=== design 1 ===
design_1/placed.png
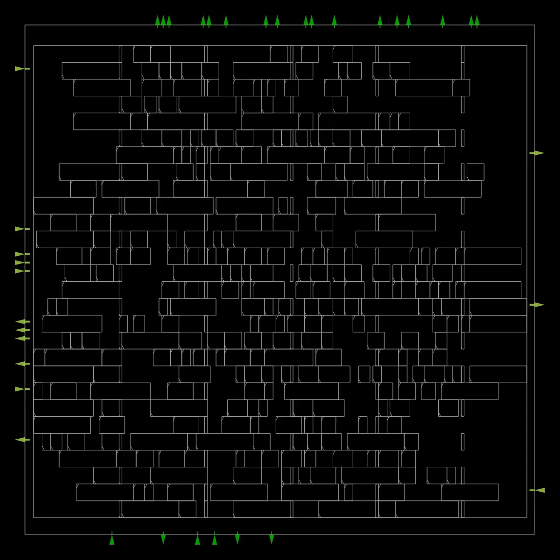
design_1/layers.png
Drawn at 4 px/um. Only two layers are drawn.
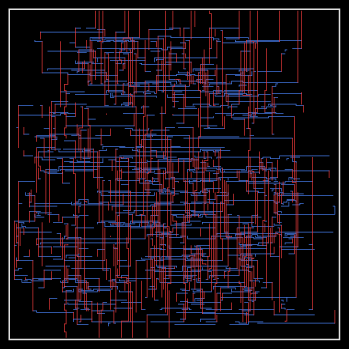
design_1/m3.png
Drawn at 4 px/um.
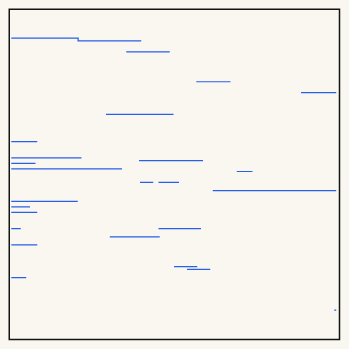
--- src/rtl/commutation_sched.sv ---
// Break-before-make commutation sequencer: walks the gate vector from the held
// vector to a requested one through three masked intermediate steps, then dwells.
module commutation_sched #(
   parameter int unsigned STEP_CYC  = 4,
   parameter int unsigned DWELL_CYC = 16,
   parameter logic [5:0]  RESET_VEC = 6'b000011
) (
   input  logic        clk,
   input  logic        rst_n,
   input  logic        req_valid,
   input  logic [5:0]  req_vec,
   input  logic        req_dir,
   output logic        req_ready,
   output logic [5:0]  vout,
   output logic        busy,
   output logic        done,
   output logic [1:0]  step,
   output logic [15:0] comm_cnt
);

   // state | meaning
   // IDLE  | holding vold, ready for a request
   // STEP1 | old vector masked by direction
   // STEP2 | union of old and new vectors, masked
   // STEP3 | new vector masked
   // DWELL | new vector fully applied, minimum hold before next request
   localparam logic [2:0] S_IDLE  = 3'd0;
   localparam logic [2:0] S_STEP1 = 3'd1;
   localparam logic [2:0] S_STEP2 = 3'd2;
   localparam logic [2:0] S_STEP3 = 3'd3;
   localparam logic [2:0] S_DWELL = 3'd4;

   localparam logic [15:0] STEP_LD  = 16'(STEP_CYC - 1);
   localparam logic [15:0] DWELL_LD = 16'(DWELL_CYC - 1);

   logic [2:0]  state;
   logic [15:0] cnt;
   logic [5:0]  vold;
   logic [5:0]  vnew;
   logic        dir;

   function automatic logic [5:0] dir_mask(input logic d);
      return d ? 6'b101010 : 6'b010101;
   endfunction

   always_ff @(posedge clk or negedge rst_n) begin
      if (!rst_n) begin
         state    <= S_IDLE;
         cnt      <= '0;
         vold     <= RESET_VEC;
         vnew     <= RESET_VEC;
         dir      <= 1'b0;
         vout     <= RESET_VEC;
         done     <= 1'b0;
         comm_cnt <= '0;
      end else begin
         done <= 1'b0;
         case (state)
            S_IDLE: begin
               if (req_valid) begin
                  vnew <= req_vec;
                  dir  <= req_dir;
                  // a no-change request is retired in place
                  if (req_vec == vold) begin
                     done <= 1'b1;
                  end else begin
                     state <= S_STEP1;
                     cnt   <= STEP_LD;
                     vout  <= vold & dir_mask(req_dir);
                  end
               end
            end
            S_STEP1: begin
               if (cnt == '0) begin
                  state <= S_STEP2;
                  cnt   <= STEP_LD;
                  vout  <= (vold | vnew) & dir_mask(dir);
               end else begin
                  cnt <= cnt - 16'd1;
               end
            end
            S_STEP2: begin
               if (cnt == '0) begin
                  state <= S_STEP3;
                  cnt   <= STEP_LD;
                  vout  <= vnew & dir_mask(dir);
               end else begin
                  cnt <= cnt - 16'd1;
               end
            end
            S_STEP3: begin
               if (cnt == '0) begin
                  state <= S_DWELL;
                  cnt   <= DWELL_LD;
                  vout  <= vnew;
                  vold  <= vnew;
                  done  <= 1'b1;
                  if (comm_cnt != 16'hFFFF) comm_cnt <= comm_cnt + 16'd1;
               end else begin
                  cnt <= cnt - 16'd1;
               end
            end
            S_DWELL: begin
               if (cnt == '0) begin
                  state <= S_IDLE;
               end else begin
                  cnt <= cnt - 16'd1;
               end
            end
            default: begin
               state <= S_IDLE;
               vout  <= vold;
            end
         endcase
      end
   end

   assign req_ready = (state == S_IDLE);
   assign busy      = (state != S_IDLE);

   always_comb begin
      step = 2'd0;
      case (state)
         S_STEP1: step = 2'd1;
         S_STEP2: step = 2'd2;
         S_STEP3: step = 2'd3;
         default: step = 2'd0;
      endcase
   end

endmodule

--- config.mk ---
export PLATFORM = sky130hd
export DESIGN_NAME = commutation_sched
export DESIGN_NICKNAME = d
export VERILOG_FILES = /design/src/rtl/commutation_sched.sv
export SDC_FILE = /design/constraint.sdc
export NUM_CORES = 1
export LEC_CHECK = 0
export ABC_AREA = 0
export CAP_MARGIN = 10
export CORE_UTILIZATION = 45
export CTS_BUF_LIST = sky130_fd_sc_hd__clkbuf_8
export DETAILED_ROUTE_END_ITERATION = 16
export DONT_BUFFER_PORTS = 1
export HOLD_SLACK_MARGIN = 0.02
export SLEW_MARGIN = 10
export SYNTH_ARGS = -nofsm -noshare
export SYNTH_HDL_FRONTEND = slang
export SYNTH_SLANG_ARGS = --single-unit
--- constraint.sdc ---
create_clock -name clk -period 2.4 [get_ports clk]
set_input_delay 0.48 -clock clk [delete_from_list [all_inputs] [get_ports clk]]
set_output_delay 0.48 -clock clk [all_outputs]
set_load 0.1 [all_outputs]
==> impl_metrics.ini <==
; generated from flow reports
[setup_path]
rr_startpoint = cnt[10]$_DFFE_PN0P_
crit_arrival_ns = 2.49
cp-end-kind = flip-flop
timing_worst_setup_path_type = reg2reg
path_buffers = 1
r2r_end = comm_cnt[4]$_DFFE_PN0P_
crit_path_end = comm_cnt[4]$_DFFE_PN0P_

[routing]
wl_met1_mm = 2.96
drtIter0Drc = 112
routed_via_density = 5.48
wl_met2_mm = 3.04
drc = 0
dr_wl_met3_um = 263

[yosys]
synth_top_cell_by_count = dfrtp_1
ys_seq_share_pct = 47.8
async_flop_share_pct = 100
topCombFamilyByArea = simple AND/OR/NAND/NOR gates
topCellsByArea = dfrtp_1 42%, mux2_2 5.8%, xor2_1 5.8%
yosys_warnings = 0
synth_top_area_share_pct = 42.4
common_cells = 49 x dfrtp_1, 36 x nor2_1, 21 x nand2_1
simple_gate_area_share_pct = 22.4
ys_sh_aoi_pct = 9.38
synthXorXnorAreaFrac_pct = 9.38
postSynthAreaPerCell_um2 = 10.2
synth_cell_type_count = 54
syn_inst = 284

[finish]
n_fill_cell = 545
area_delta_synth_final_pct = 18.3
drive_gt1_share_pct = 28.5

[sta]
max_freq_mhz = 435
min_period_ns = 2.30
period_used_pct = 95.7
tightest_slew_ns = 0.571
timing.hold.ws_ns = 0.0151

[floorplan]
io_pins = 37
dieHeight_um = 82.2
die_x_um = 82.2

[clock_network]
post_cts_resized = 0
clk_pin_slew_ns = 0.10
clock.latency.late_pin_ns = 0.31
cts_tree = yes
hold_buffers = 1
htreeDepth = 2
cts_made_buffers = 5

[power_and_ir_drop]
total_leakage_power_nw = 1.54
pwr-share-clk_pct = 15.1
swShare_pct = 44.0
p_comb_w = 0.00132
p_comb_share_pct = 38.9
pg_clk_w = 0.000514
total_power_w = 0.00341
internal_power_w = 0.00191
power_leader = registers

[placement]
dp.cells = 392
gp_congestion = 0.821
place_hpwl_mm = 4.60

[run]
warnings = 29

[min_path]
min_path_type = in2async

[grt]
busiest_layer = met2

[run_status]
status = complete, no violations
## Picture notes: design_1/placed.png
# rows: 28
flop count: 55
Non-Filler Instances: 401
core area: 6060 um^2
n_taps: 75

## Picture notes: design_1/layers.png
Blue is M1, wire length 2960 um. Red is M2, wire length 3040 um.
GR Util All Layers: 20.9%
drt wl/cell: 15.8 um
vias after detailed routing: 2199

## Picture notes: design_1/m3.png
The wires run mostly horizontal. The layer carries 264 um of wire. The layer holds 4.2% of the routed length. 21 nets have wire on it. The longest straight run is 30.6 um.
drt total wl: 6.33 mm
met3 global-route usage: 5.27%

## cell type report
type / instances / area [um^2] / share of cell area, %
clock buffers: 5 / 68.8 / 2.01
repair buffers: 45 / 374 / 10.9
well taps: 75 / 93.8 / 2.74
inverters: 7 / 30.0 / 0.877
flip-flops and latches: 55 / 1380 / 40.4
multi-input cells: 211 / 1450 / 42.5
clock inverters: 3 / 20.0 / 0.585
## per-stage QoR
stage	instance area, um^2	TNS [ns]	utilization [%]
final	3420	0	56.5
after floorplan	2940	-0.0103	-
after detailed placement	3290	0	54.3
after CTS	3410	0	56.2
after global placement	3290	0	54.3
after global routing	3420	-0.00554	56.5
## how the worst min path moves through the flow
stage               start                  end  slack (ns)  cells after the start
global route        rst_n  cnt[15]$_DFFE_PN0P_        0.02                      1
finish              rst_n  cnt[15]$_DFFE_PN0P_        0.02                      1
global placement    rst_n  cnt[13]$_DFFE_PN0P_        0.19                      0
detailed placement  rst_n  cnt[13]$_DFFE_PN0P_        0.19                      0
CTS                 rst_n  cnt[15]$_DFFE_PN0P_        0.02                      1
floorplan           rst_n   cnt[0]$_DFFE_PN0P_        0.18                      0

=== design 2 ===
design_2/m3.png
Drawn at 4 px/um.
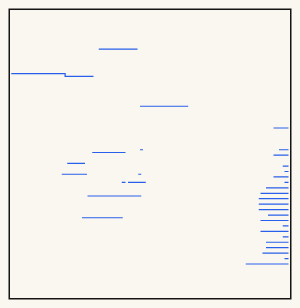
design_2/class_map.png
Drawn at 4 px/um.
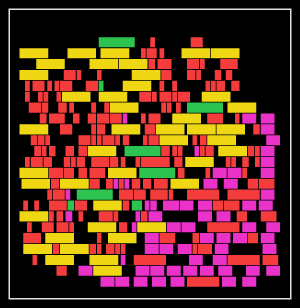
### config.mk
export PLATFORM = sky130hd
export DESIGN_NAME = led7_scan_ctrl
export DESIGN_NICKNAME = d
export VERILOG_FILES = /design/src/rtl/led7_scan_pkg.sv /design/src/rtl/scan_prescaler.sv /design/src/rtl/led7_scan_ctrl.sv
export SDC_FILE = /design/constraint.sdc
export NUM_CORES = 1
export LEC_CHECK = 0
export CORE_AREA = 2 2 68 70
export CTS_BUF_LIST = sky130_fd_sc_hd__clkbuf_16
export CTS_CLUSTER_SIZE = 16
export DETAILED_ROUTE_END_ITERATION = 8
export DIE_AREA = 0 0 70 72
export GPL_ROUTABILITY_DRIVEN = 1
export GPL_TIMING_DRIVEN = 0
export PLACE_DENSITY = 0.78
export RECOVER_POWER = 100
export SYNTH_ARGS = -nofsm -noshare
export SYNTH_HDL_FRONTEND = slang
export SYNTH_SLANG_ARGS = --single-unit
### constraint.sdc
create_clock -name clk -period 2.6 [get_ports clk]
set_clock_uncertainty 0.05 [all_clocks]
set_input_delay 0.26 -clock clk [delete_from_list [all_inputs] [get_ports clk]]
set_output_delay 0.26 -clock clk [all_outputs]
set_load 0.02 [all_outputs]
### src/rtl/led7_scan_pkg.sv
// led7_scan_pkg: shared state encoding, digit width and sizing helper for the LED scan controller
package led7_scan_pkg;
  typedef enum logic {ST_BLANK = 1'b0, ST_SHOW = 1'b1} state_e;
  localparam int DIGIT_W = 4;
  function automatic int clog2(input int n);
    int r = 1;
    while ((1 << r) < n) r++;
    return r;
  endfunction
endpackage

### src/rtl/scan_prescaler.sv
// scan_prescaler: per-digit slot timer with slot start, blank end and slot end strobes
module scan_prescaler
  import led7_scan_pkg::*;
#(
  parameter int SCAN_DIV     = 50000,
  parameter int BLANK_CYCLES = 500
) (
  input  logic clk,
  input  logic reset,
  output logic slot_start,
  output logic blank_end,
  output logic slot_end
);
  localparam int CW = clog2(SCAN_DIV);
  logic [CW-1:0] slot_cnt_q, slot_cnt_d;
  assign slot_start = slot_cnt_q == '0;
  assign blank_end  = slot_cnt_q == CW'(BLANK_CYCLES - 1);
  assign slot_end   = slot_cnt_q == CW'(SCAN_DIV - 1);
  // count 0..SCAN_DIV-1 and wrap
  always_comb begin
    slot_cnt_d = slot_end ? '0 : slot_cnt_q + 1'b1;
  end
  // slot counter register
  always_ff @(posedge clk) begin
    if (reset) slot_cnt_q <= '0;
    else       slot_cnt_q <= slot_cnt_d;
  end
endmodule

### src/rtl/led7_scan_ctrl.sv
// led7_scan_ctrl: multiplexes BCD digits onto a shared decoder with blanking, blink and decimal point
module led7_scan_ctrl
  import led7_scan_pkg::*;
#(
  parameter int NUM_DIGITS   = 6,
  parameter int SCAN_DIV     = 50000,
  parameter int BLANK_CYCLES = 500,
  parameter int BLINK_FRAMES = 80
) (
  input  logic                          clk,
  input  logic                          reset,
  input  logic [DIGIT_W*NUM_DIGITS-1:0] digits_in,
  input  logic [NUM_DIGITS-1:0]         blink_mask,
  input  logic [NUM_DIGITS-1:0]         dp_mask,
  input  logic                          display_on,
  output logic [DIGIT_W-1:0]            bcd_out,
  output logic                          dec_enable,
  output logic [NUM_DIGITS-1:0]         digit_sel,
  output logic                          dp_out,
  output logic                          frame_tick
);
  localparam int IW = clog2(NUM_DIGITS);
  localparam int BW = clog2(BLINK_FRAMES);
  logic slot_start, blank_end, slot_end, last_digit, blink_wrap, show;
  state_e state_q, state_d;
  logic [IW-1:0] digit_idx_q, digit_idx_d;
  logic [BW-1:0] blink_cnt_q, blink_cnt_d;
  logic blink_phase_q, blink_phase_d;
  logic [DIGIT_W-1:0] bcd_snap_q, bcd_snap_d;
  logic blink_snap_q, blink_snap_d, dp_snap_q, dp_snap_d;
  logic [DIGIT_W-1:0] bcd_out_q, bcd_out_d;
  logic [NUM_DIGITS-1:0] digit_sel_q, digit_sel_d;
  logic dec_enable_q, dec_enable_d, dp_out_q, dp_out_d, frame_tick_q, frame_tick_d;

  scan_prescaler #(.SCAN_DIV(SCAN_DIV), .BLANK_CYCLES(BLANK_CYCLES)) u_prescaler (
    .clk        (clk),
    .reset      (reset),
    .slot_start (slot_start),
    .blank_end  (blank_end),
    .slot_end   (slot_end)
  );

  assign last_digit = digit_idx_q == IW'(NUM_DIGITS - 1);
  assign blink_wrap = blink_cnt_q == BW'(BLINK_FRAMES - 1);

  // snapshot, scan index, blink timing, FSM and output decode; outputs follow the next state
  always_comb begin
    bcd_snap_d    = slot_start ? digits_in[DIGIT_W*int'(digit_idx_q) +: DIGIT_W] : bcd_snap_q;
    blink_snap_d  = slot_start ? blink_mask[digit_idx_q] : blink_snap_q;
    dp_snap_d     = slot_start ? dp_mask[digit_idx_q] : dp_snap_q;
    digit_idx_d   = slot_end ? (last_digit ? '0 : digit_idx_q + 1'b1) : digit_idx_q;
    frame_tick_d  = slot_end && last_digit;
    blink_cnt_d   = frame_tick_q ? (blink_wrap ? '0 : blink_cnt_q + 1'b1) : blink_cnt_q;
    blink_phase_d = blink_phase_q ^ (frame_tick_q && blink_wrap);
    state_d       = slot_end ? ST_BLANK : blank_end ? ST_SHOW : state_q;
    show          = state_d == ST_SHOW && display_on && !(blink_phase_q && blink_snap_d);
    bcd_out_d     = bcd_snap_d;
    digit_sel_d   = show ? ~(NUM_DIGITS'(1) << digit_idx_q) : '1;
    dec_enable_d  = show;
    dp_out_d      = show ? ~dp_snap_d : 1'b1;
  end

  // state and output registers
  always_ff @(posedge clk) begin
    if (reset) begin
      state_q       <= ST_BLANK;
      digit_idx_q   <= '0;
      blink_cnt_q   <= '0;
      blink_phase_q <= 1'b0;
      bcd_snap_q    <= '0;
      blink_snap_q  <= 1'b0;
      dp_snap_q     <= 1'b0;
      bcd_out_q     <= '0;
      digit_sel_q   <= '1;
      dec_enable_q  <= 1'b0;
      dp_out_q      <= 1'b1;
      frame_tick_q  <= 1'b0;
    end else begin
      state_q       <= state_d;
      digit_idx_q   <= digit_idx_d;
      blink_cnt_q   <= blink_cnt_d;
      blink_phase_q <= blink_phase_d;
      bcd_snap_q    <= bcd_snap_d;
      blink_snap_q  <= blink_snap_d;
      dp_snap_q     <= dp_snap_d;
      bcd_out_q     <= bcd_out_d;
      digit_sel_q   <= digit_sel_d;
      dec_enable_q  <= dec_enable_d;
      dp_out_q      <= dp_out_d;
      frame_tick_q  <= frame_tick_d;
    end
  end

  assign bcd_out    = bcd_out_q;
  assign dec_enable = dec_enable_q;
  assign digit_sel  = digit_sel_q;
  assign dp_out     = dp_out_q;
  assign frame_tick = frame_tick_q;
endmodule

==> impl_metrics.ini <==
; generated from flow reports
[routing]
first_pass_iters = 4
routed_via_density = 5.23
drtIter0Drc = 59

[setup_path]
crit_arrival_ns = 2.61
path_buffers = 1
worst_setup_path_start_kind = flip-flop

[finish]
n_clock_buffer = 5

[run_status]
status = complete, no violations

[sta]
max_freq_mhz = 398
timing.hold.ws_ns = 0.408

[yosys]
synth_adder_area_share_pct = 2.47
ys_sh_aoi_pct = 7.85
synth_cell_type_count = 38
synthXorXnorAreaFrac_pct = 7.79

[clock_network]
post_cts_resized = 1

[power_and_ir_drop]
pg_clk_w = 0.000596
About design_2/m3.png:
The layer holds 4.0% of the routed length. The wires run mostly horizontal. 28 nets have wire on it.
drt total wl: 4.63 mm
met3 global-route usage: 4.58%

About design_2/class_map.png:
Magenta is remaining buffers and delay cells, cells 63. Yellow is registers, cells 43. Red is remaining logic cells, cells 168. Green is clock drivers and dummy loads, cells 8.
finished layout cell area: 2770 um^2
core area: 4260 um^2
fraction of area in registers: 31.1%
end-of-flow core utilization: 64.8%
# rows: 24

==> state kept, by name (all words and copies together) (netlist names), 3 cells and up <==
signal	flops
digit_sel	6
blink_cnt_q	7
u_prescaler.slot_cnt_q	16
bcd_out	4
digit_idx_q	3
==> layer usage <==
layer | GRT usage, % | vias to the layer above
li1 | - | 884
met1 | 23.4 | 817
met2 | 33.0 | 36
met3 | 4.58 | 9
met4 | 6.84 | 0
met5 | 0 | -
==> worst min-delay path, cell delays in order (launching register included) <==
cell,delay [ns]
dfxtp_1,0.30
nand2_1,0.05
a21oi_1,0.06
==> cell usage after synthesis <==
cell and n:
dfxtp_1 43, nor2_1 39, nand2_1 17, xor2_1 11
a21oi_1 10, clkbuf_1 10, nand3_1 10, inv_1 9
xnor2_1 7, mux2_2 6, mux4_2 6, a22oi_1 5
nand4_1 5, ha_1 4, nand2b_1 4, and3_1 3
and4_1 3, mux2i_1 3, or3_1 3, or4_1 3
nand3b_1 2, nor4_1 2, o21ai_0 2, a211o_1 1
a211oi_4 1, a21boi_1 1, a221o_1 1, a32o_1 1
and2_1 1, buf_1 1, nor2b_1 1, nor3_1 1
nor3b_1 1, o21ai_1 1, or2_0 1, or2_1 1
or4_4 1, or4b_1 1

=== design 3 ===
**src/rtl/dp_pkg.sv**
```systemverilog
// Shared definitions for the debug-port host sequencer and dp_trx: FSM states,
// response codes and the bit positions of the dp_ctrl / dp_fsm_ctrl buses.
package dp_pkg;

    typedef enum logic [3:0] {
        ST_IDLE,
        ST_WR_SEND,
        ST_WR_WAIT,
        ST_WR_ACK,
        ST_WR_PAR,
        ST_WR_STOP,
        ST_RD_SEND,
        ST_RD_WAIT,
        ST_RD_RCV,
        ST_RESP,
        ST_GAP
    } dp_state_e;

    typedef enum logic [1:0] {
        DP_OK      = 2'd0,
        DP_NACK    = 2'd1,
        DP_PARITY  = 2'd2,
        DP_TIMEOUT = 2'd3
    } dp_err_e;

    localparam int DP_CTRL_STATE_CHG = 5;
    localparam int DP_CTRL_WR_SEND   = 4;
    localparam int DP_CTRL_RD_SEND   = 3;
    localparam int DP_CTRL_RD_RCV    = 2;
    localparam int DP_CTRL_SEND_MODE = 1;
    localparam int DP_CTRL_CNT_ENA   = 0;

    // Reply bits are raw line levels: ACK and good parity read low, STOP reads high.
    localparam int DP_FSM_RCV_START  = 5;
    localparam int DP_FSM_RCV_ACK    = 4;
    localparam int DP_FSM_RCV_PARITY = 3;
    localparam int DP_FSM_RCV_STOP   = 2;
    localparam int DP_FSM_RCV_DONE   = 1;
    localparam int DP_FSM_SEND_DONE  = 0;

    function automatic int dp_cnt_w(input int n);
        return (n < 1) ? 1 : $clog2(n + 1);
    endfunction

endpackage

```
**src/rtl/dp_wait_timer.sv**
```systemverilog
// Clear/enable cycle counter with a terminal-count flag at MAX-1; saturates there,
// so it never wraps while the owning state lingers.
module dp_wait_timer import dp_pkg::*; #(
    parameter int MAX = 64
) (
    input  logic dp_clk,
    input  logic dp_rst,
    input  logic clr,
    input  logic en,
    output logic tc
);
    localparam int W = dp_cnt_w(MAX);
    localparam logic [W-1:0] LAST = W'((MAX > 0) ? MAX - 1 : 0);

    logic [W-1:0] cnt;

    always_ff @(posedge dp_clk) begin
        if (dp_rst || clr)
            cnt <= '0;
        else if (en && !tc)
            cnt <= cnt + W'(1);
    end

    assign tc = (cnt == LAST);

endmodule

```
**src/rtl/dp_host_fsm.sv**
```systemverilog
// Host-side debug-port transaction sequencer: takes one request per handshake,
// steers dp_trx through send/wait/reply, and returns a held status/data response.
module dp_host_fsm import dp_pkg::*; #(
    parameter int N_DW    = 32,
    parameter int N_DM    = 4,
    parameter int TMO_CYC = 64,
    parameter int GAP_CYC = 2
) (
    input  logic            dp_clk,
    input  logic            dp_rst,
    input  logic            req_valid,
    output logic            req_ready,
    input  logic            req_type,
    input  logic [N_DW-1:0] req_addr,
    input  logic [N_DW-1:0] req_data,
    input  logic [N_DM-1:0] req_strb,
    output logic            resp_valid,
    input  logic            resp_ready,
    output logic [1:0]      resp_err,
    output logic [N_DW-1:0] resp_rdata,
    input  logic [N_DW-1:0] trx_rdata,
    input  logic            trx_rdata_err,
    output logic            trx_req_type,
    output logic [N_DW-1:0] trx_req_addr,
    output logic [N_DW-1:0] trx_req_data,
    output logic [N_DM-1:0] trx_req_strb,
    output logic [5:0]      dp_ctrl,
    input  logic [5:0]      dp_fsm_ctrl
);
    dp_state_e       state, next_state;
    dp_err_e         err_q;
    logic [N_DW-1:0] rdata_q;
    logic            first_q;
    logic            hs, in_wait, tmo_tc, gap_tc;

    assign resp_valid = (state == ST_RESP);
    assign req_ready  = (state == ST_IDLE) && !resp_valid && !dp_rst;
    assign hs         = req_valid && req_ready;
    assign in_wait    = (state == ST_WR_WAIT) || (state == ST_RD_WAIT);
    assign resp_err   = err_q;
    assign resp_rdata = rdata_q;

    dp_wait_timer #(.MAX(TMO_CYC)) u_tmo (
        .dp_clk (dp_clk),
        .dp_rst (dp_rst),
        .clr    (!in_wait),
        .en     (in_wait),
        .tc     (tmo_tc)
    );

    dp_wait_timer #(.MAX(GAP_CYC)) u_gap (
        .dp_clk (dp_clk),
        .dp_rst (dp_rst),
        .clr    (state != ST_GAP),
        .en     (state == ST_GAP),
        .tc     (gap_tc)
    );

    always_comb begin
        next_state = state;
        dp_ctrl    = '0;
        unique case (state)
            ST_IDLE:
                if (hs) next_state = req_type ? ST_WR_SEND : ST_RD_SEND;
            ST_WR_SEND, ST_RD_SEND: begin
                // First cycle in state pulses state_chg so dp_trx reloads its bit counter.
                dp_ctrl[DP_CTRL_STATE_CHG] = first_q;
                dp_ctrl[DP_CTRL_CNT_ENA]   = !first_q;
                dp_ctrl[DP_CTRL_SEND_MODE] = 1'b1;
                dp_ctrl[DP_CTRL_WR_SEND]   = (state == ST_WR_SEND);
                dp_ctrl[DP_CTRL_RD_SEND]   = (state == ST_RD_SEND);
                if (dp_fsm_ctrl[DP_FSM_SEND_DONE] && !first_q)
                    next_state = (state == ST_WR_SEND) ? ST_WR_WAIT : ST_RD_WAIT;
            end
            ST_WR_WAIT, ST_RD_WAIT:
                if (dp_fsm_ctrl[DP_FSM_RCV_START])
                    next_state = (state == ST_WR_WAIT) ? ST_WR_ACK : ST_RD_RCV;
                else if (tmo_tc)
                    next_state = ST_RESP;
            ST_WR_ACK:  next_state = ST_WR_PAR;
            ST_WR_PAR:  next_state = ST_WR_STOP;
            ST_WR_STOP: next_state = ST_RESP;
            ST_RD_RCV: begin
                dp_ctrl[DP_CTRL_STATE_CHG] = first_q;
                dp_ctrl[DP_CTRL_CNT_ENA]   = !first_q;
                dp_ctrl[DP_CTRL_RD_RCV]    = 1'b1;
                if (dp_fsm_ctrl[DP_FSM_RCV_DONE] && !first_q)
                    next_state = ST_RESP;
            end
            ST_RESP:
                if (resp_ready) next_state = (GAP_CYC == 0) ? ST_IDLE : ST_GAP;
            ST_GAP:
                if (gap_tc) next_state = ST_IDLE;
            default:
                next_state = ST_IDLE;
        endcase
    end

    always_ff @(posedge dp_clk) begin
        if (dp_rst) begin
            state        <= ST_IDLE;
            first_q      <= 1'b0;
            err_q        <= DP_OK;
            rdata_q      <= '0;
            trx_req_type <= 1'b0;
            trx_req_addr <= '0;
            trx_req_data <= '0;
            trx_req_strb <= '0;
        end else begin
            state   <= next_state;
            first_q <= (next_state != state);
            if (hs) begin
                trx_req_type <= req_type;
                trx_req_addr <= req_addr;
                trx_req_data <= req_data;
                trx_req_strb <= req_strb;
                err_q        <= DP_OK;
                rdata_q      <= '0;
            end
            // Only the first reply error is kept; later bits cannot overwrite it.
            case (state)
                ST_WR_WAIT, ST_RD_WAIT:
                    if (!dp_fsm_ctrl[DP_FSM_RCV_START] && tmo_tc) err_q <= DP_TIMEOUT;
                ST_WR_ACK:
                    if (dp_fsm_ctrl[DP_FSM_RCV_ACK] && err_q == DP_OK) err_q <= DP_NACK;
                ST_WR_PAR:
                    if (dp_fsm_ctrl[DP_FSM_RCV_PARITY] && err_q == DP_OK) err_q <= DP_PARITY;
                ST_WR_STOP:
                    if (!dp_fsm_ctrl[DP_FSM_RCV_STOP] && err_q == DP_OK) err_q <= DP_PARITY;
                ST_RD_RCV:
                    if (next_state == ST_RESP) begin
                        if (trx_rdata_err) err_q   <= DP_PARITY;
                        else               rdata_q <= trx_rdata;
                    end
                default: ;
            endcase
        end
    end

endmodule

```
**config.mk**
```make
export PLATFORM = sky130hd
export DESIGN_NAME = dp_host_fsm
export DESIGN_NICKNAME = d
export VERILOG_FILES = /design/src/rtl/dp_pkg.sv /design/src/rtl/dp_wait_timer.sv /design/src/rtl/dp_host_fsm.sv
export SDC_FILE = /design/constraint.sdc
export NUM_CORES = 1
export LEC_CHECK = 0
export ABC_AREA = 1
export CAP_MARGIN = 0
export CORE_MARGIN = 5
export CORE_UTILIZATION = 38
export DETAILED_ROUTE_END_ITERATION = 6
export PLACE_DENSITY = 0.82
export REMOVE_ABC_BUFFERS = 1
export SLEW_MARGIN = 25
export SYNTH_ARGS = -nofsm -noshare
export SYNTH_HDL_FRONTEND = slang
export SYNTH_SLANG_ARGS = --single-unit
```
**constraint.sdc**
```tcl
create_clock -name dp_clk -period 1.96 [get_ports dp_clk]
set_input_delay 0.196 -clock dp_clk [delete_from_list [all_inputs] [get_ports dp_clk]]
set_output_delay 0.196 -clock dp_clk [all_outputs]
set_load 0.01 [all_outputs]
```
design_3/placed.png
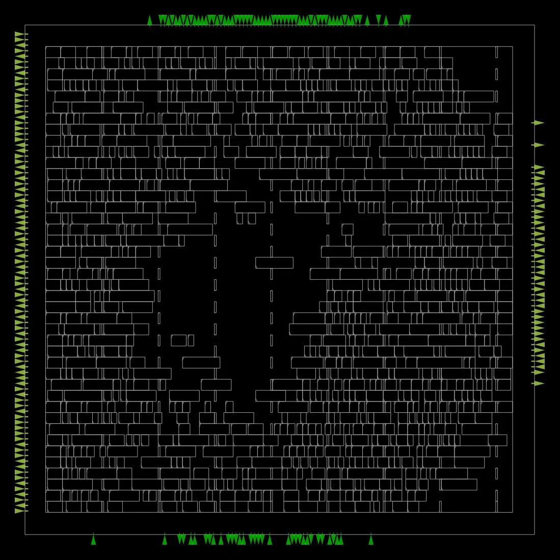
n_taps: 176
end-of-flow core utilization: 65.8%
flop count: 117

design_3/layers.png
Drawn at 3 px/um. Only two layers are drawn.
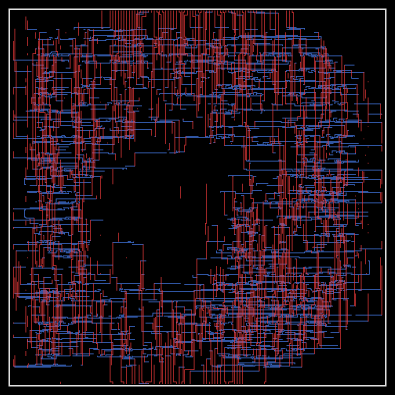
Red is M2, wire length 8230 um. Blue is M1, wire length 6470 um.
drt total wl: 16.7 mm
drt wl/cell: 14.2 um
vias after detailed routing: 5530
GR Util All Layers: 20.2%

==> impl_metrics.ini <==
; generated from flow reports
[yosys]
synth_top_area_share_pct = 46.6
simple_gate_area_share_pct = 40.7
topCellsByArea = dfxtp_1 47%, nand2_1 21%, nand3_1 8.2%
top_area_cell = dfxtp_1
synth_adder_area_share_pct = 0.498
common_cells = 276 x nand2_1, 117 x dfxtp_1, 82 x nand3_1

[routing]
drc = 0
routed_via_density = 4.70
first_pass_iters = 4

[power_and_ir_drop]
total_leakage_power_nw = 3.93

[setup_path]
timing_worst_setup_path_type = reg2reg
rr_startpoint = state[0]$_SDFF_PP0_
worstPathRequired_ns = 2.26
crit_start = state[0]$_SDFF_PP0_
cp-end-kind = flip-flop

[grt]
gr-total-overflow = 0

[clock_network]
cts_tree = yes
cts_made_buffers = 17

[run_status]
violations = setup timing
status = complete, but fails checks

[sta]
fin_ws_ns = -0.0113
finalSetupViolations = 3

[floorplan]
chipArea_um2 = 15600
rows = 42
io_pins = 223

[finish]
area_delta_synth_final_pct = 71.3

[placement]
dp.cells = 1135

[run]
warnings = 27
design_3/ff_map.png
Drawn at 4 px/um.
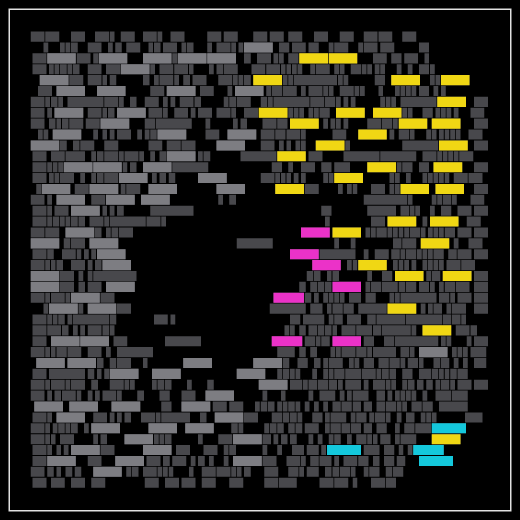
Magenta is `u_tmo.cnt`, flops 7, where middle. Yellow is `resp_rdata`, flops 32. Cyan is `state`, flops 4, where bottom right.
sequential power: 0.00287 W
Reg area: 2360 um^2
fraction of area in registers: 27.4%

worst max-delay path, delay by kind of cell, from the launching register on:
family	cells	cell delay [ns]
DFF	1	0.41
buffers and inverters	4	0.47
and+or+nand+nor	11	0.97
metal layers:
| metal | wire [um] | up-vias | track usage (%) |
|---|---|---|---|
| li1 | - | 2790 | - |
| met1 | 6470 | 2510 | 22.1 |
| met2 | 8230 | 207 | 34.3 |
| met3 | 1670 | 23 | 9.38 |
| met4 | 365 | 0 | 7.33 |
| met5 | 0 | - | 0 |
area by class of cell:
type	instances	area, um^2
Clock buffer	19	443
Sequential cell	117	2360
Multi-Input combinational cell	508	2390
Tap cell	176	220
Fill cell	1102	4480
Inverter	71	270
Clock inverter	13	204
Timing Repair Buffer	273	2730
power by group:
group / leakage (nW) / switching, W / internal [W]
combinational: 2.67 / 0.00107 / 0.00115
clock: 0.305 / 0.00110 / 0.00228
sequential: 0.959 / 0.000190 / 0.00268
what timing repair did:
item	4_1_cts	5_1_grt
setup buffers	2	6
pin swaps	3	9
cloned	0	3
endpoints found under the setup margin	40	37
gates resized	23	46

=== design 4 ===
design_4/m3.png
Drawn at 6 px/um.
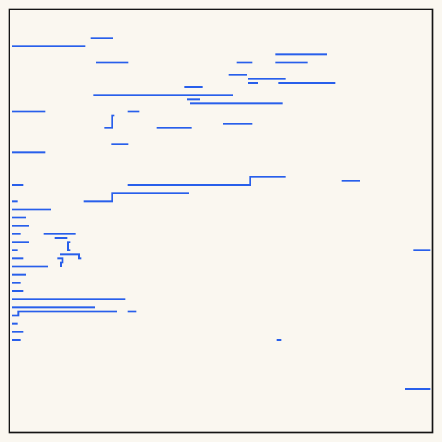
===== src/rtl/motion_arbiter.sv =====
// motion_arbiter: picks the active mode controller, filters contradictory
// motion requests, inserts dead time on mode changes and on forward/backward
// reversals, and turns level barrier requests into rate-limited pulses.
// Optional continuous-motion watchdog: define MOTION_ARBITER_WATCHDOG_EN.
// Request packing (all sources): {fwd, back, left, right, place, destroy}.
module motion_arbiter #(
    parameter int SWITCH_CYCLES = 8,
    parameter int REV_GAP       = 4,
    parameter int BARRIER_GAP   = 16,
    parameter int WDOG_CYCLES   = 1024,
    parameter int CNT_W         = 16
) (
    input  logic       clk,
    input  logic       reset,
    input  logic [1:0] mode,
    input  logic [5:0] req_semi,
    input  logic [5:0] req_auto,
    input  logic [5:0] req_man,
    output logic       move_forward,
    output logic       move_backward,
    output logic       turn_left,
    output logic       turn_right,
    output logic       place_barrier,
    output logic       destroy_barrier,
    output logic [1:0] arb_state
);

    typedef enum logic [1:0] {
        IDLE    = 2'b00,
        SWITCH  = 2'b01,
        RUN     = 2'b10,
        REVERSE = 2'b11
    } state_t;

    typedef enum logic [1:0] {
        DIR_NONE = 2'b00,
        DIR_FWD  = 2'b01,
        DIR_BACK = 2'b10
    } dir_t;

    localparam logic [CNT_W-1:0] SWITCH_LOAD = CNT_W'(SWITCH_CYCLES - 1);
    localparam logic [CNT_W-1:0] REV_LOAD    = CNT_W'(REV_GAP - 1);
    localparam logic [CNT_W-1:0] GAP_LOAD    = CNT_W'(BARRIER_GAP - 1);
    localparam logic [CNT_W-1:0] CNT_ONE     = CNT_W'(1);

    state_t           state;
    state_t           state_next;
    logic [CNT_W-1:0] cnt;
    logic [CNT_W-1:0] cnt_next;
    logic [1:0]       mode_q;
    dir_t             last_dir;
    dir_t             last_dir_next;
    logic [CNT_W-1:0] lockout;
    logic [CNT_W-1:0] lockout_next;
    logic [1:0]       hist;
    logic [1:0]       hist_next;
    logic [3:0]       motion;
    logic [3:0]       motion_next;
    logic             place_next;
    logic             destroy_next;
    logic [5:0]       sel;
    logic [5:0]       filt;
    logic             mode_chg;
    logic             rev_hit;
    logic             run_ok;
    logic [1:0]       rise;
    logic             fire;
    logic             trip_next;

    assign mode_chg = (mode != mode_q);

    // Select the requester for the current mode and drop contradictory pairs
    always_comb begin
        sel = 6'b000000;
        case (mode)
            // Semi-auto has no backward or barrier control: those bits are
            // treated as absent, so a stray back bit cannot cancel fwd.
            2'b11:   sel = req_semi & 6'b101100;
            2'b10:   sel = req_auto;
            2'b01:   sel = req_man;
            default: sel = 6'b000000;
        endcase
        filt = sel;
        if (sel[5] && sel[4]) begin
            filt[5:4] = 2'b00;
        end
        if (sel[3] && sel[2]) begin
            filt[3:2] = 2'b00;
        end
    end

    // A request for the opposite longitudinal direction needs a stop gap
    assign rev_hit = (filt[4] && (last_dir == DIR_FWD)) ||
                     (filt[5] && (last_dir == DIR_BACK));

    // Outputs may follow the request only on an undisturbed RUN cycle
    assign run_ok = !mode_chg && (state == RUN) && !rev_hit;

`ifdef MOTION_ARBITER_WATCHDOG_EN
    localparam logic [CNT_W-1:0] WDOG_LAST = CNT_W'(WDOG_CYCLES - 1);

    logic [CNT_W-1:0] wd_cnt;
    logic             trip;
    logic             wd_expire;

    // Trip once motion has been high for WDOG_CYCLES consecutive cycles
    always_comb begin
        wd_expire = (|motion) && (wd_cnt >= WDOG_LAST);
        trip_next = trip;
        if (mode_chg || (filt[5:2] == 4'b0000)) begin
            trip_next = 1'b0;
        end else if ((state == RUN) && wd_expire) begin
            trip_next = 1'b1;
        end
    end

    // Count consecutive cycles with any motion output high; hold the trip
    always_ff @(posedge clk or negedge reset) begin
        if (!reset) begin
            wd_cnt <= '0;
            trip   <= 1'b0;
        end else begin
            trip   <= trip_next;
            wd_cnt <= (|motion) ? (wd_cnt + CNT_ONE) : '0;
        end
    end
`else
    logic [CNT_W-1:0] wdog_unused;

    assign trip_next   = 1'b0;
    assign wdog_unused = CNT_W'(WDOG_CYCLES);
`endif

    // State register
    always_ff @(posedge clk or negedge reset) begin
        if (!reset) begin
            state <= IDLE;
            cnt   <= '0;
        end else begin
            state <= state_next;
            cnt   <= cnt_next;
        end
    end

    // Next-state logic: a mode change overrides everything else
    always_comb begin
        state_next = state;
        cnt_next   = cnt;
        if (mode_chg) begin
            if (mode == 2'b00) begin
                state_next = IDLE;
                cnt_next   = '0;
            end else begin
                state_next = SWITCH;
                cnt_next   = SWITCH_LOAD;
            end
        end else begin
            case (state)
                SWITCH, REVERSE: begin
                    if (cnt == '0) begin
                        state_next = RUN;
                    end else begin
                        cnt_next = cnt - CNT_ONE;
                    end
                end
                RUN: begin
                    if (rev_hit) begin
                        state_next = REVERSE;
                        cnt_next   = REV_LOAD;
                    end
                end
                default: begin
                    state_next = state;
                end
            endcase
        end
    end

    // Output logic: next values of motion, barrier pulses and their history
    always_comb begin
        motion_next = run_ok && !trip_next ? filt[5:2] : 4'b0000;

        rise = filt[1:0] & ~hist;
        fire = run_ok && (lockout == '0) && (rise == 2'b10 || rise == 2'b01);
        place_next   = fire && rise[1];
        destroy_next = fire && rise[0];

        if (fire) begin
            lockout_next = GAP_LOAD;
        end else if (lockout != '0) begin
            lockout_next = lockout - CNT_ONE;
        end else begin
            lockout_next = '0;
        end

        hist_next = mode_chg ? 2'b00 : filt[1:0];

        last_dir_next = last_dir;
        if (mode_chg || ((state == RUN) && rev_hit)) begin
            last_dir_next = DIR_NONE;
        end else if (motion_next[3]) begin
            last_dir_next = DIR_FWD;
        end else if (motion_next[2]) begin
            last_dir_next = DIR_BACK;
        end
    end

    // Registered outputs and arbitration bookkeeping
    always_ff @(posedge clk or negedge reset) begin
        if (!reset) begin
            mode_q          <= 2'b00;
            last_dir        <= DIR_NONE;
            lockout         <= '0;
            hist            <= 2'b00;
            motion          <= 4'b0000;
            place_barrier   <= 1'b0;
            destroy_barrier <= 1'b0;
        end else begin
            mode_q          <= mode;
            last_dir        <= last_dir_next;
            lockout         <= lockout_next;
            hist            <= hist_next;
            motion          <= motion_next;
            place_barrier   <= place_next;
            destroy_barrier <= destroy_next;
        end
    end

    assign move_forward  = motion[3];
    assign move_backward = motion[2];
    assign turn_left     = motion[1];
    assign turn_right    = motion[0];
    assign arb_state     = state;

    // Output invariants: no contradictory pairs, nothing active outside RUN
    assert property (@(posedge clk) disable iff (!reset)
        !(move_forward && move_backward));
    assert property (@(posedge clk) disable iff (!reset)
        !(turn_left && turn_right));
    assert property (@(posedge clk) disable iff (!reset)
        !(place_barrier && destroy_barrier));
    assert property (@(posedge clk) disable iff (!reset)
        (arb_state != RUN) |-> ((motion == 4'b0000) && !place_barrier && !destroy_barrier));
    assert property (@(posedge clk) disable iff (!reset)
        place_barrier |=> !place_barrier);

endmodule


===== config.mk =====
export PLATFORM = sky130hd
export DESIGN_NAME = motion_arbiter
export DESIGN_NICKNAME = d
export VERILOG_FILES = /design/src/rtl/motion_arbiter.sv
export SDC_FILE = /design/constraint.sdc
export NUM_CORES = 1
export LEC_CHECK = 0
export ABC_AREA = 1
export CAP_MARGIN = 10
export CORE_UTILIZATION = 60
export DETAILED_ROUTE_END_ITERATION = 8
export GPL_TIMING_DRIVEN = 0
export HOLD_SLACK_MARGIN = 0.06
export PLACE_DENSITY = 0.89
export SLEW_MARGIN = 20
export SYNTH_ARGS = -nofsm -noshare
export SYNTH_HDL_FRONTEND = slang
export SYNTH_SLANG_ARGS = --single-unit

===== constraint.sdc =====
create_clock -name clk -period 2.53 [get_ports clk]
set_input_delay 0.253 -clock clk [delete_from_list [all_inputs] [get_ports clk]]
set_output_delay 0.253 -clock clk [all_outputs]
set_load 0.05 [all_outputs]

==> impl_metrics.ini <==
; generated from flow reports
[run_status]
status = complete, no violations

[yosys]
syn-cell-area_um2 = 2800
common_cells = 96 x nand2_1, 55 x nor2_1, 46 x dfrtp_1
synth_flops = 46

[setup_path]
path_buffers = 1
cp_max_fo = 4
reg2reg_slack_ns = 0.81
crit_start = arb_state[1]$_DFFE_PN0P_

[sta]
finalSetupViolations = 0
hold_violations = 0
slew_headroom_pct = 62.4

[min_path]
min_delay_path_depth = 1
holdCritStartpoint = mode[1]

[clock_network]
htreeDepth = 2
clock.latency.late_pin_ns = 0.31

[routing]
routed_via_density = 5.47
dr_wl_met3_um = 281
wl_per_cell_um = 13.4
drtIter0Drc = 124

[finish]
drive_gt1_share_pct = 16.1
diodes = 0
clock_area_share_pct = 3.37
regArea_um2 = 1150
area_delta_synth_final_pct = 16.7
n_fill_cell = 328

[power_and_ir_drop]
power.density_nw_per_um2 = 673

[grt]
grt_use_met3_pct = 4.47
gr-total-overflow = 0

[floorplan]
chipArea_um2 = 4940
About design_4/m3.png:
46 nets have wire on it. The layer holds 4.6% of the routed length.
vias after detailed routing: 2488
drt total wl: 6.10 mm

power by group through the flow:
stage | logic (W) | registers [W] | clock network, W
floorplan | 0.000467 | 0.000997 | 0
global placement | 0.000590 | 0.00100 | 0
global route | 0.000728 | 0.00102 | 0.000585
finish | 0.000635 | 0.00100 | 0.000563
detailed placement | 0.000622 | 0.00101 | 0
CTS | 0.000634 | 0.000999 | 0.000562
through the flow:
step | hold WS [ns] | worst slack (ns)
after floorplan | -0.0426 | 0.916
after global placement | 0.501 | -0.0344
after detailed placement | 0.280 | 0.531
after CTS | 0.431 | 0.721
after global routing | 0.446 | 0.700
final | 0.423 | 0.728
cells in the final DEF (no fill, tap or decap), types with 2 or more instances in the layout:
cell type,count
ha_1,4
nand2_2,12
inv_1,42
clkdlybuf4s50_1,25
o21ai_2,14
xor2_1,7
buf_6,5
buf_2,3
nand2_1,96
nand4_1,15
o21ai_0,6
nand2_4,2
nor2_1,55
dfrtp_1,46
clkbuf_8,5
or2_2,7
inv_2,2
xnor2_1,2
nand3_1,20
nor2_2,3
a21o_1,2
a21oi_1,7
nand3_4,2

=== design 5 ===
===== config.mk =====
export PLATFORM = sky130hd
export DESIGN_NAME = uart_cmd_parser
export DESIGN_NICKNAME = d
export VERILOG_FILES = /design/src/rtl/uart_cmd_pkg.sv /design/src/rtl/cmd_line_buf.sv /design/src/rtl/uart_cmd_parser.sv
export SDC_FILE = /design/constraint.sdc
export NUM_CORES = 1
export LEC_CHECK = 0
export CORE_MARGIN = 5
export CORE_UTILIZATION = 37
export CTS_BUF_LIST = sky130_fd_sc_hd__clkbuf_16
export DETAILED_ROUTE_END_ITERATION = 10
export HOLD_SLACK_MARGIN = 0.03
export PLACE_DENSITY = 0.54
export SYNTH_ARGS = -nofsm -noshare
export SYNTH_HDL_FRONTEND = slang
export SYNTH_HIERARCHICAL = 1
export SYNTH_SLANG_ARGS = --single-unit

===== constraint.sdc =====
create_clock -name clk -period 5.3 [get_ports clk]
set_input_delay 1.06 -clock clk [delete_from_list [all_inputs] [get_ports clk]]
set_output_delay 1.06 -clock clk [all_outputs]
set_load 0.01 [all_outputs]

===== src/rtl/uart_cmd_pkg.sv =====
// rtl/uart_cmd_pkg.sv - ASCII constants, keywords, command codes and helpers for the UART command path
package uart_cmd_pkg;

    localparam logic [7:0] ASCII_CR = 8'h0D;
    localparam logic [7:0] ASCII_LF = 8'h0A;
    localparam logic [7:0] ASCII_BS = 8'h08;
    localparam logic [7:0] ASCII_0  = 8'h30;
    localparam logic [7:0] ASCII_9  = 8'h39;
    localparam logic [7:0] ASCII_EQ = 8'h3D;
    localparam logic [7:0] ASCII_T  = 8'h54;
    localparam logic [7:0] ASCII_LA = 8'h61;
    localparam logic [7:0] ASCII_LZ = 8'h7A;
    localparam logic [7:0] CASE_BIT = 8'h20;

    localparam logic [1:0] MODE_WATCH = 2'd0;
    localparam logic [1:0] MODE_DHT   = 2'd1;
    localparam logic [1:0] MODE_SR04  = 2'd2;

    localparam logic [15:0] KW_UP   = "UP";
    localparam logic [15:0] KW_DN   = "DN";
    localparam logic [15:0] KW_WT   = "WT";
    localparam logic [15:0] KW_SR   = "SR";
    localparam logic [23:0] KW_RUN  = "RUN";
    localparam logic [23:0] KW_CLR  = "CLR";
    localparam logic [23:0] KW_DHT  = "DHT";
    localparam logic [31:0] KW_STOP = "STOP";

    typedef enum logic [1:0] {
        S_COLLECT,
        S_DROP,
        S_MATCH
    } state_e;

    typedef enum logic [3:0] {
        CMD_RUN,
        CMD_STOP,
        CMD_CLEAR,
        CMD_UP,
        CMD_DOWN,
        CMD_MODE,
        CMD_TIME,
        CMD_ERR
    } cmd_code_e;

    function automatic logic is_digit(input logic [7:0] c);
        return (c >= ASCII_0) && (c <= ASCII_9);
    endfunction

    // Two ASCII digits to binary; d*10 is built as d*8 + d*2.
    function automatic logic [7:0] dec_pair(input logic [7:0] hi, input logic [7:0] lo);
        logic [7:0] dh;
        logic [7:0] dl;
        dh = hi - ASCII_0;
        dl = lo - ASCII_0;
        return (dh << 3) + (dh << 1) + dl;
    endfunction

endpackage


===== src/rtl/cmd_line_buf.sv =====
// rtl/cmd_line_buf.sv - line assembly buffer with case folding, backspace and overflow tracking
module cmd_line_buf
    import uart_cmd_pkg::*;
#(
    parameter int MAX_LEN = 8,
    parameter int LEN_W   = $clog2(MAX_LEN + 1)
) (
    input  logic                    clk,
    input  logic                    rst,
    input  logic                    byte_valid,
    input  logic [7:0]              byte_data,
    output logic [MAX_LEN-1:0][7:0] snap_data,
    output logic [LEN_W-1:0]        snap_len,
    output logic                    line_ready,
    output logic                    drop_start,
    output logic                    drop_end
);

    localparam int              IDX_W    = $clog2(MAX_LEN);
    localparam logic [LEN_W-1:0] LEN_FULL = LEN_W'(MAX_LEN);

    logic [MAX_LEN-1:0][7:0] line_q;
    logic [LEN_W-1:0]        len;
    logic                    overflow;
    logic                    is_term;
    logic                    is_bs;
    logic [7:0]              folded;

    assign is_term = (byte_data == ASCII_CR) || (byte_data == ASCII_LF);
    assign is_bs   = (byte_data == ASCII_BS);
    assign folded  = (byte_data >= ASCII_LA && byte_data <= ASCII_LZ) ? (byte_data & ~CASE_BIT)
                                                                      : byte_data;

    // Strobes describe the byte presented this cycle, so the FSM moves on the same edge.
    assign line_ready = byte_valid && is_term && !overflow && (len != '0);
    assign drop_start = byte_valid && !is_term && !is_bs && !overflow && (len == LEN_FULL);
    assign drop_end   = byte_valid && is_term && overflow;

    always_ff @(posedge clk) begin
        if (!rst) begin
            line_q    <= '0;
            len       <= '0;
            overflow  <= 1'b0;
            snap_data <= '0;
            snap_len  <= '0;
        end else if (byte_valid) begin
            if (overflow) begin
                if (is_term) begin
                    overflow <= 1'b0;
                    len      <= '0;
                end
            end else if (is_term) begin
                if (len != '0) begin
                    snap_data <= line_q;
                    snap_len  <= len;
                    len       <= '0;
                end
            end else if (is_bs) begin
                if (len != '0) begin
                    len <= len - 1'b1;
                end
            end else if (len == LEN_FULL) begin
                overflow <= 1'b1;
            end else begin
                line_q[len[IDX_W-1:0]] <= folded;
                len                    <= len + 1'b1;
            end
        end
    end

endmodule


===== src/rtl/uart_cmd_parser.sv =====
// rtl/uart_cmd_parser.sv - decodes UART RX command lines into command pulses, mode level and set-time values
module uart_cmd_parser
    import uart_cmd_pkg::*;
#(
    parameter int MAX_LEN = 8
) (
    input  logic       clk,
    input  logic       rst,
    input  logic       rx_done,
    input  logic [7:0] rx_data,
    output logic       cmd_run,
    output logic       cmd_stop,
    output logic       cmd_clear,
    output logic       cmd_up,
    output logic       cmd_down,
    output logic [1:0] mode_sel,
    output logic       set_time_valid,
    output logic [4:0] set_hour,
    output logic [5:0] set_min,
    output logic [5:0] set_sec,
    output logic       cmd_err
);

    localparam int LEN_W = $clog2(MAX_LEN + 1);

    logic [MAX_LEN-1:0][7:0] snap;
    logic [LEN_W-1:0]        snap_len;
    logic                    line_ready;
    logic                    drop_start;
    logic                    drop_end;

    state_e    state;
    state_e    state_n;
    cmd_code_e code;
    logic [1:0] mode_val;
    logic [7:0] hour_v;
    logic [7:0] min_v;
    logic [7:0] sec_v;
    logic       digits_ok;
    logic [15:0] word2;
    logic [23:0] word3;
    logic [31:0] word4;

    logic       run_n;
    logic       stop_n;
    logic       clear_n;
    logic       up_n;
    logic       down_n;
    logic       time_n;
    logic       err_n;
    logic [1:0] mode_n;
    logic [4:0] hour_n;
    logic [5:0] min_n;
    logic [5:0] sec_n;

    cmd_line_buf #(
        .MAX_LEN (MAX_LEN),
        .LEN_W   (LEN_W)
    ) u_line_buf (
        .clk        (clk),
        .rst        (rst),
        .byte_valid (rx_done),
        .byte_data  (rx_data),
        .snap_data  (snap),
        .snap_len   (snap_len),
        .line_ready (line_ready),
        .drop_start (drop_start),
        .drop_end   (drop_end)
    );

    always_ff @(posedge clk) begin
        if (!rst) begin
            state <= S_COLLECT;
        end else begin
            state <= state_n;
        end
    end

    always_comb begin
        state_n = state;
        unique case (state)
            S_COLLECT: begin
                if (line_ready) begin
                    state_n = S_MATCH;
                end else if (drop_start) begin
                    state_n = S_DROP;
                end
            end
            S_DROP: begin
                if (drop_end) begin
                    state_n = S_COLLECT;
                end
            end
            S_MATCH: state_n = S_COLLECT;
            default: state_n = S_COLLECT;
        endcase
    end

    assign word2 = {snap[0], snap[1]};
    assign word3 = {snap[0], snap[1], snap[2]};
    assign word4 = {snap[0], snap[1], snap[2], snap[3]};

    // Matcher: exact length and content; anything unrecognised falls through as an error.
    always_comb begin
        code      = CMD_ERR;
        mode_val  = MODE_WATCH;
        hour_v    = dec_pair(snap[2], snap[3]);
        min_v     = dec_pair(snap[4], snap[5]);
        sec_v     = dec_pair(snap[6], snap[7]);
        digits_ok = is_digit(snap[2]) && is_digit(snap[3]) && is_digit(snap[4])
                 && is_digit(snap[5]) && is_digit(snap[6]) && is_digit(snap[7]);
        if (snap_len == LEN_W'(2)) begin
            if (word2 == KW_UP) begin
                code = CMD_UP;
            end else if (word2 == KW_DN) begin
                code = CMD_DOWN;
            end else if (word2 == KW_WT) begin
                code     = CMD_MODE;
                mode_val = MODE_WATCH;
            end else if (word2 == KW_SR) begin
                code     = CMD_MODE;
                mode_val = MODE_SR04;
            end
        end else if (snap_len == LEN_W'(3)) begin
            if (word3 == KW_RUN) begin
                code = CMD_RUN;
            end else if (word3 == KW_CLR) begin
                code = CMD_CLEAR;
            end else if (word3 == KW_DHT) begin
                code     = CMD_MODE;
                mode_val = MODE_DHT;
            end
        end else if (snap_len == LEN_W'(4)) begin
            if (word4 == KW_STOP) begin
                code = CMD_STOP;
            end
        end else if (snap_len == LEN_W'(8)) begin
            if (snap[0] == ASCII_T && snap[1] == ASCII_EQ && digits_ok
                && hour_v < 8'd24 && min_v < 8'd60 && sec_v < 8'd60) begin
                code = CMD_TIME;
            end
        end
    end

    always_comb begin
        run_n   = 1'b0;
        stop_n  = 1'b0;
        clear_n = 1'b0;
        up_n    = 1'b0;
        down_n  = 1'b0;
        time_n  = 1'b0;
        err_n   = 1'b0;
        mode_n  = mode_sel;
        hour_n  = set_hour;
        min_n   = set_min;
        sec_n   = set_sec;
        if (state == S_MATCH) begin
            case (code)
                CMD_RUN:   run_n   = 1'b1;
                CMD_STOP:  stop_n  = 1'b1;
                CMD_CLEAR: clear_n = 1'b1;
                CMD_UP:    up_n    = 1'b1;
                CMD_DOWN:  down_n  = 1'b1;
                CMD_MODE:  mode_n  = mode_val;
                CMD_TIME: begin
                    time_n = 1'b1;
                    hour_n = hour_v[4:0];
                    min_n  = min_v[5:0];
                    sec_n  = sec_v[5:0];
                end
                default:   err_n   = 1'b1;
            endcase
        end else if (state == S_DROP && drop_end) begin
            err_n = 1'b1;
        end
    end

    always_ff @(posedge clk) begin
        if (!rst) begin
            cmd_run        <= 1'b0;
            cmd_stop       <= 1'b0;
            cmd_clear      <= 1'b0;
            cmd_up         <= 1'b0;
            cmd_down       <= 1'b0;
            set_time_valid <= 1'b0;
            cmd_err        <= 1'b0;
            mode_sel       <= MODE_WATCH;
            set_hour       <= '0;
            set_min        <= '0;
            set_sec        <= '0;
        end else begin
            cmd_run        <= run_n;
            cmd_stop       <= stop_n;
            cmd_clear      <= clear_n;
            cmd_up         <= up_n;
            cmd_down       <= down_n;
            set_time_valid <= time_n;
            cmd_err        <= err_n;
            mode_sel       <= mode_n;
            set_hour       <= hour_n;
            set_min        <= min_n;
            set_sec        <= sec_n;
        end
    end

endmodule

design_5/layers.png
Drawn at 2 px/um. Only two layers are drawn.
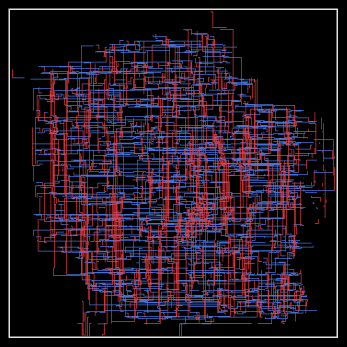
Red is M2, wire length 9490 um. Blue is M1, wire length 11300 um.
GR Util All Layers: 16.9%
drt total wl: 21.7 mm
drt wl/cell: 17.8 um

design_5/m3.png
Drawn at 2 px/um.
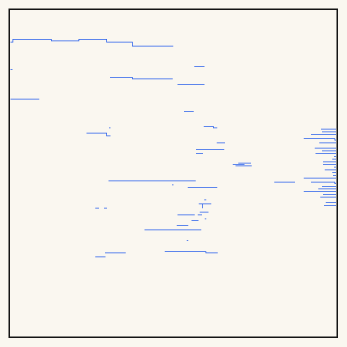
The wires run mostly horizontal. The layer holds 2.7% of the routed length.
met3 global-route usage: 2.98%
vias after detailed routing: 6134

design_5/placed.png
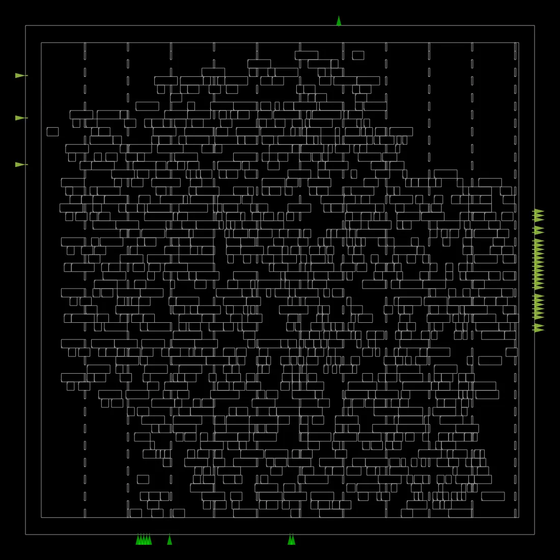
n_taps: 319
FILL cells: 2315
flop count: 165
# rows: 56

==> routing by layer <==
| layer | wire length [um] | GRT usage, % | share of wire, % |
|---|---|---|---|
| met1 | 11300 | 24.5 | 52 |
| met2 | 9490 | 25.8 | 44 |
| met3 | 575 | 2.98 | 2.7 |
| met4 | 294 | 4.77 | 1.4 |
| met5 | 0 | 0 | 0 |
==> cell usage in the layout, fill, tap and decap left out, types with 3 or more instances in the layout <==
cell             Yosys  routed
dfxtp_1            165     165
nor2b_1            135     135
mux2i_1            131     131
inv_1               43      44
ha_1                40      40
clkdlybuf4s50_1      0      35
a21oi_1             32      32
nand4_1             25      25
nor2_1              24      24
nand2_1             23      23
nand3_1             20      19
o31ai_1             17      17
clkbuf_16            0      17
fa_1                15      15
buf_4                4      15
xnor2_1             14      14
nor4_1              12      12
o21ai_0             11      11
nor3_1              10      10
nand3b_1             7       7
nor3b_1              7       7
nor4b_1              6       6
nand2b_1             5       5
or4_1                5       5
and3_1               4       4
xor2_1               4       4
nor4bb_1             4       4
nand4b_1             4       4
nor4_4               4       4
a21o_1               3       3
xnor3_1              3       3
clkinv_4             0       3
clkinvlp_4           0       3
==> impl_metrics.ini <==
; generated from flow reports
[finish]
logic_area_um2 = 4950
buffer_area_share_pct = 4.70
buffers = 50
n_clock_buffer = 17

[sta]
tns_ns = 0
rsz0062_at_grt = no

[yosys]
ys_sh_aoi_pct = 6.69
ys_sh_mux_pct = 15.2
edf_count = 0
synthesis.nets = 933

[setup_path]
path_buffers = 2
crit_cells = 13
cpLargestDelayFamily = adder cells

[run]
warnings = 28

[routing]
drc = 0
routed_via_density = 5.04

[run_status]
status = complete, no violations

[placement]
place_hpwl_mm = 15.5


==> gallery <==
Register map, names as in the netlist.
image #1
Drawn at 6 px/um.
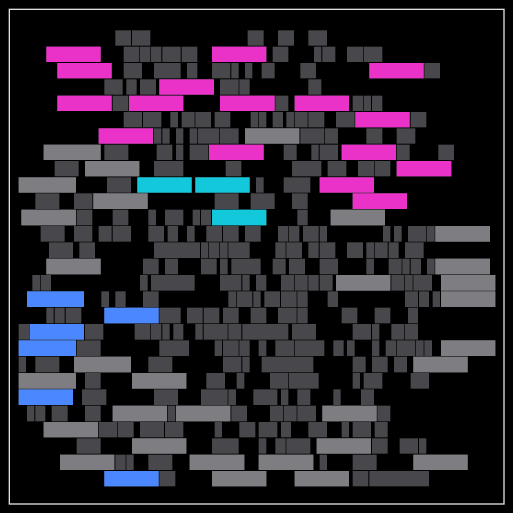
image #2
Drawn at 3 px/um.
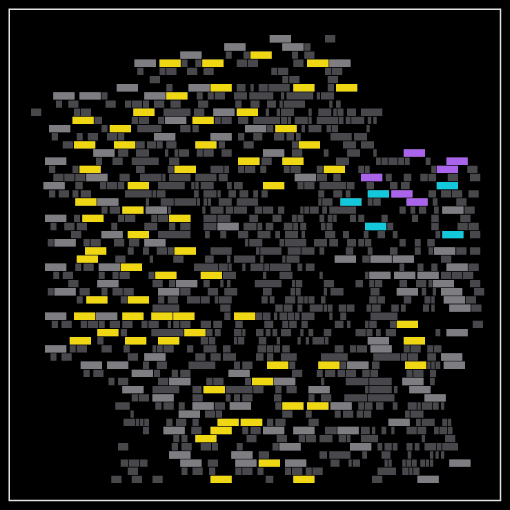
image #3
Drawn at 8 px/um.
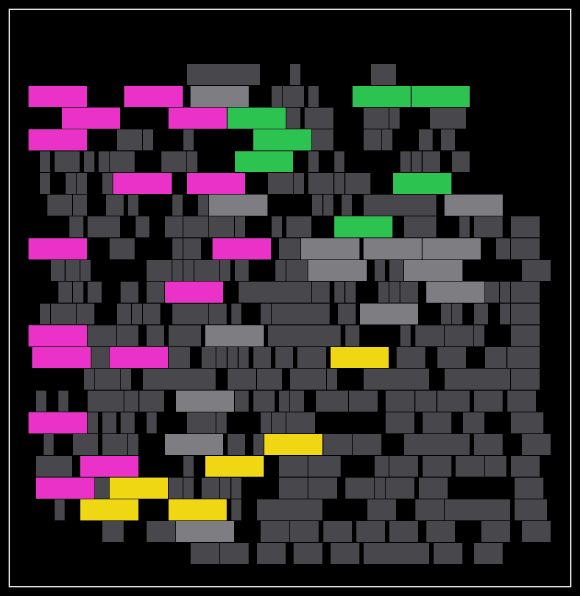
image #4
Drawn at 8 px/um.
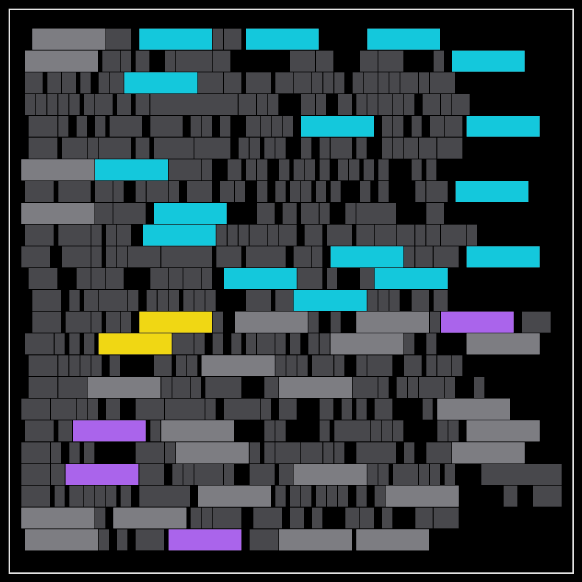
image #4 -> design 4
image #1 -> design 1
image #3 -> design 2
image #2 -> design 5
- most sequential cells: image #2

Key to image #1:
Magenta is `comm_cnt`, flops 16. Blue is `vout`, flops 6. Cyan is `state`, flops 3.

Power and IR drop assume default switching activity.
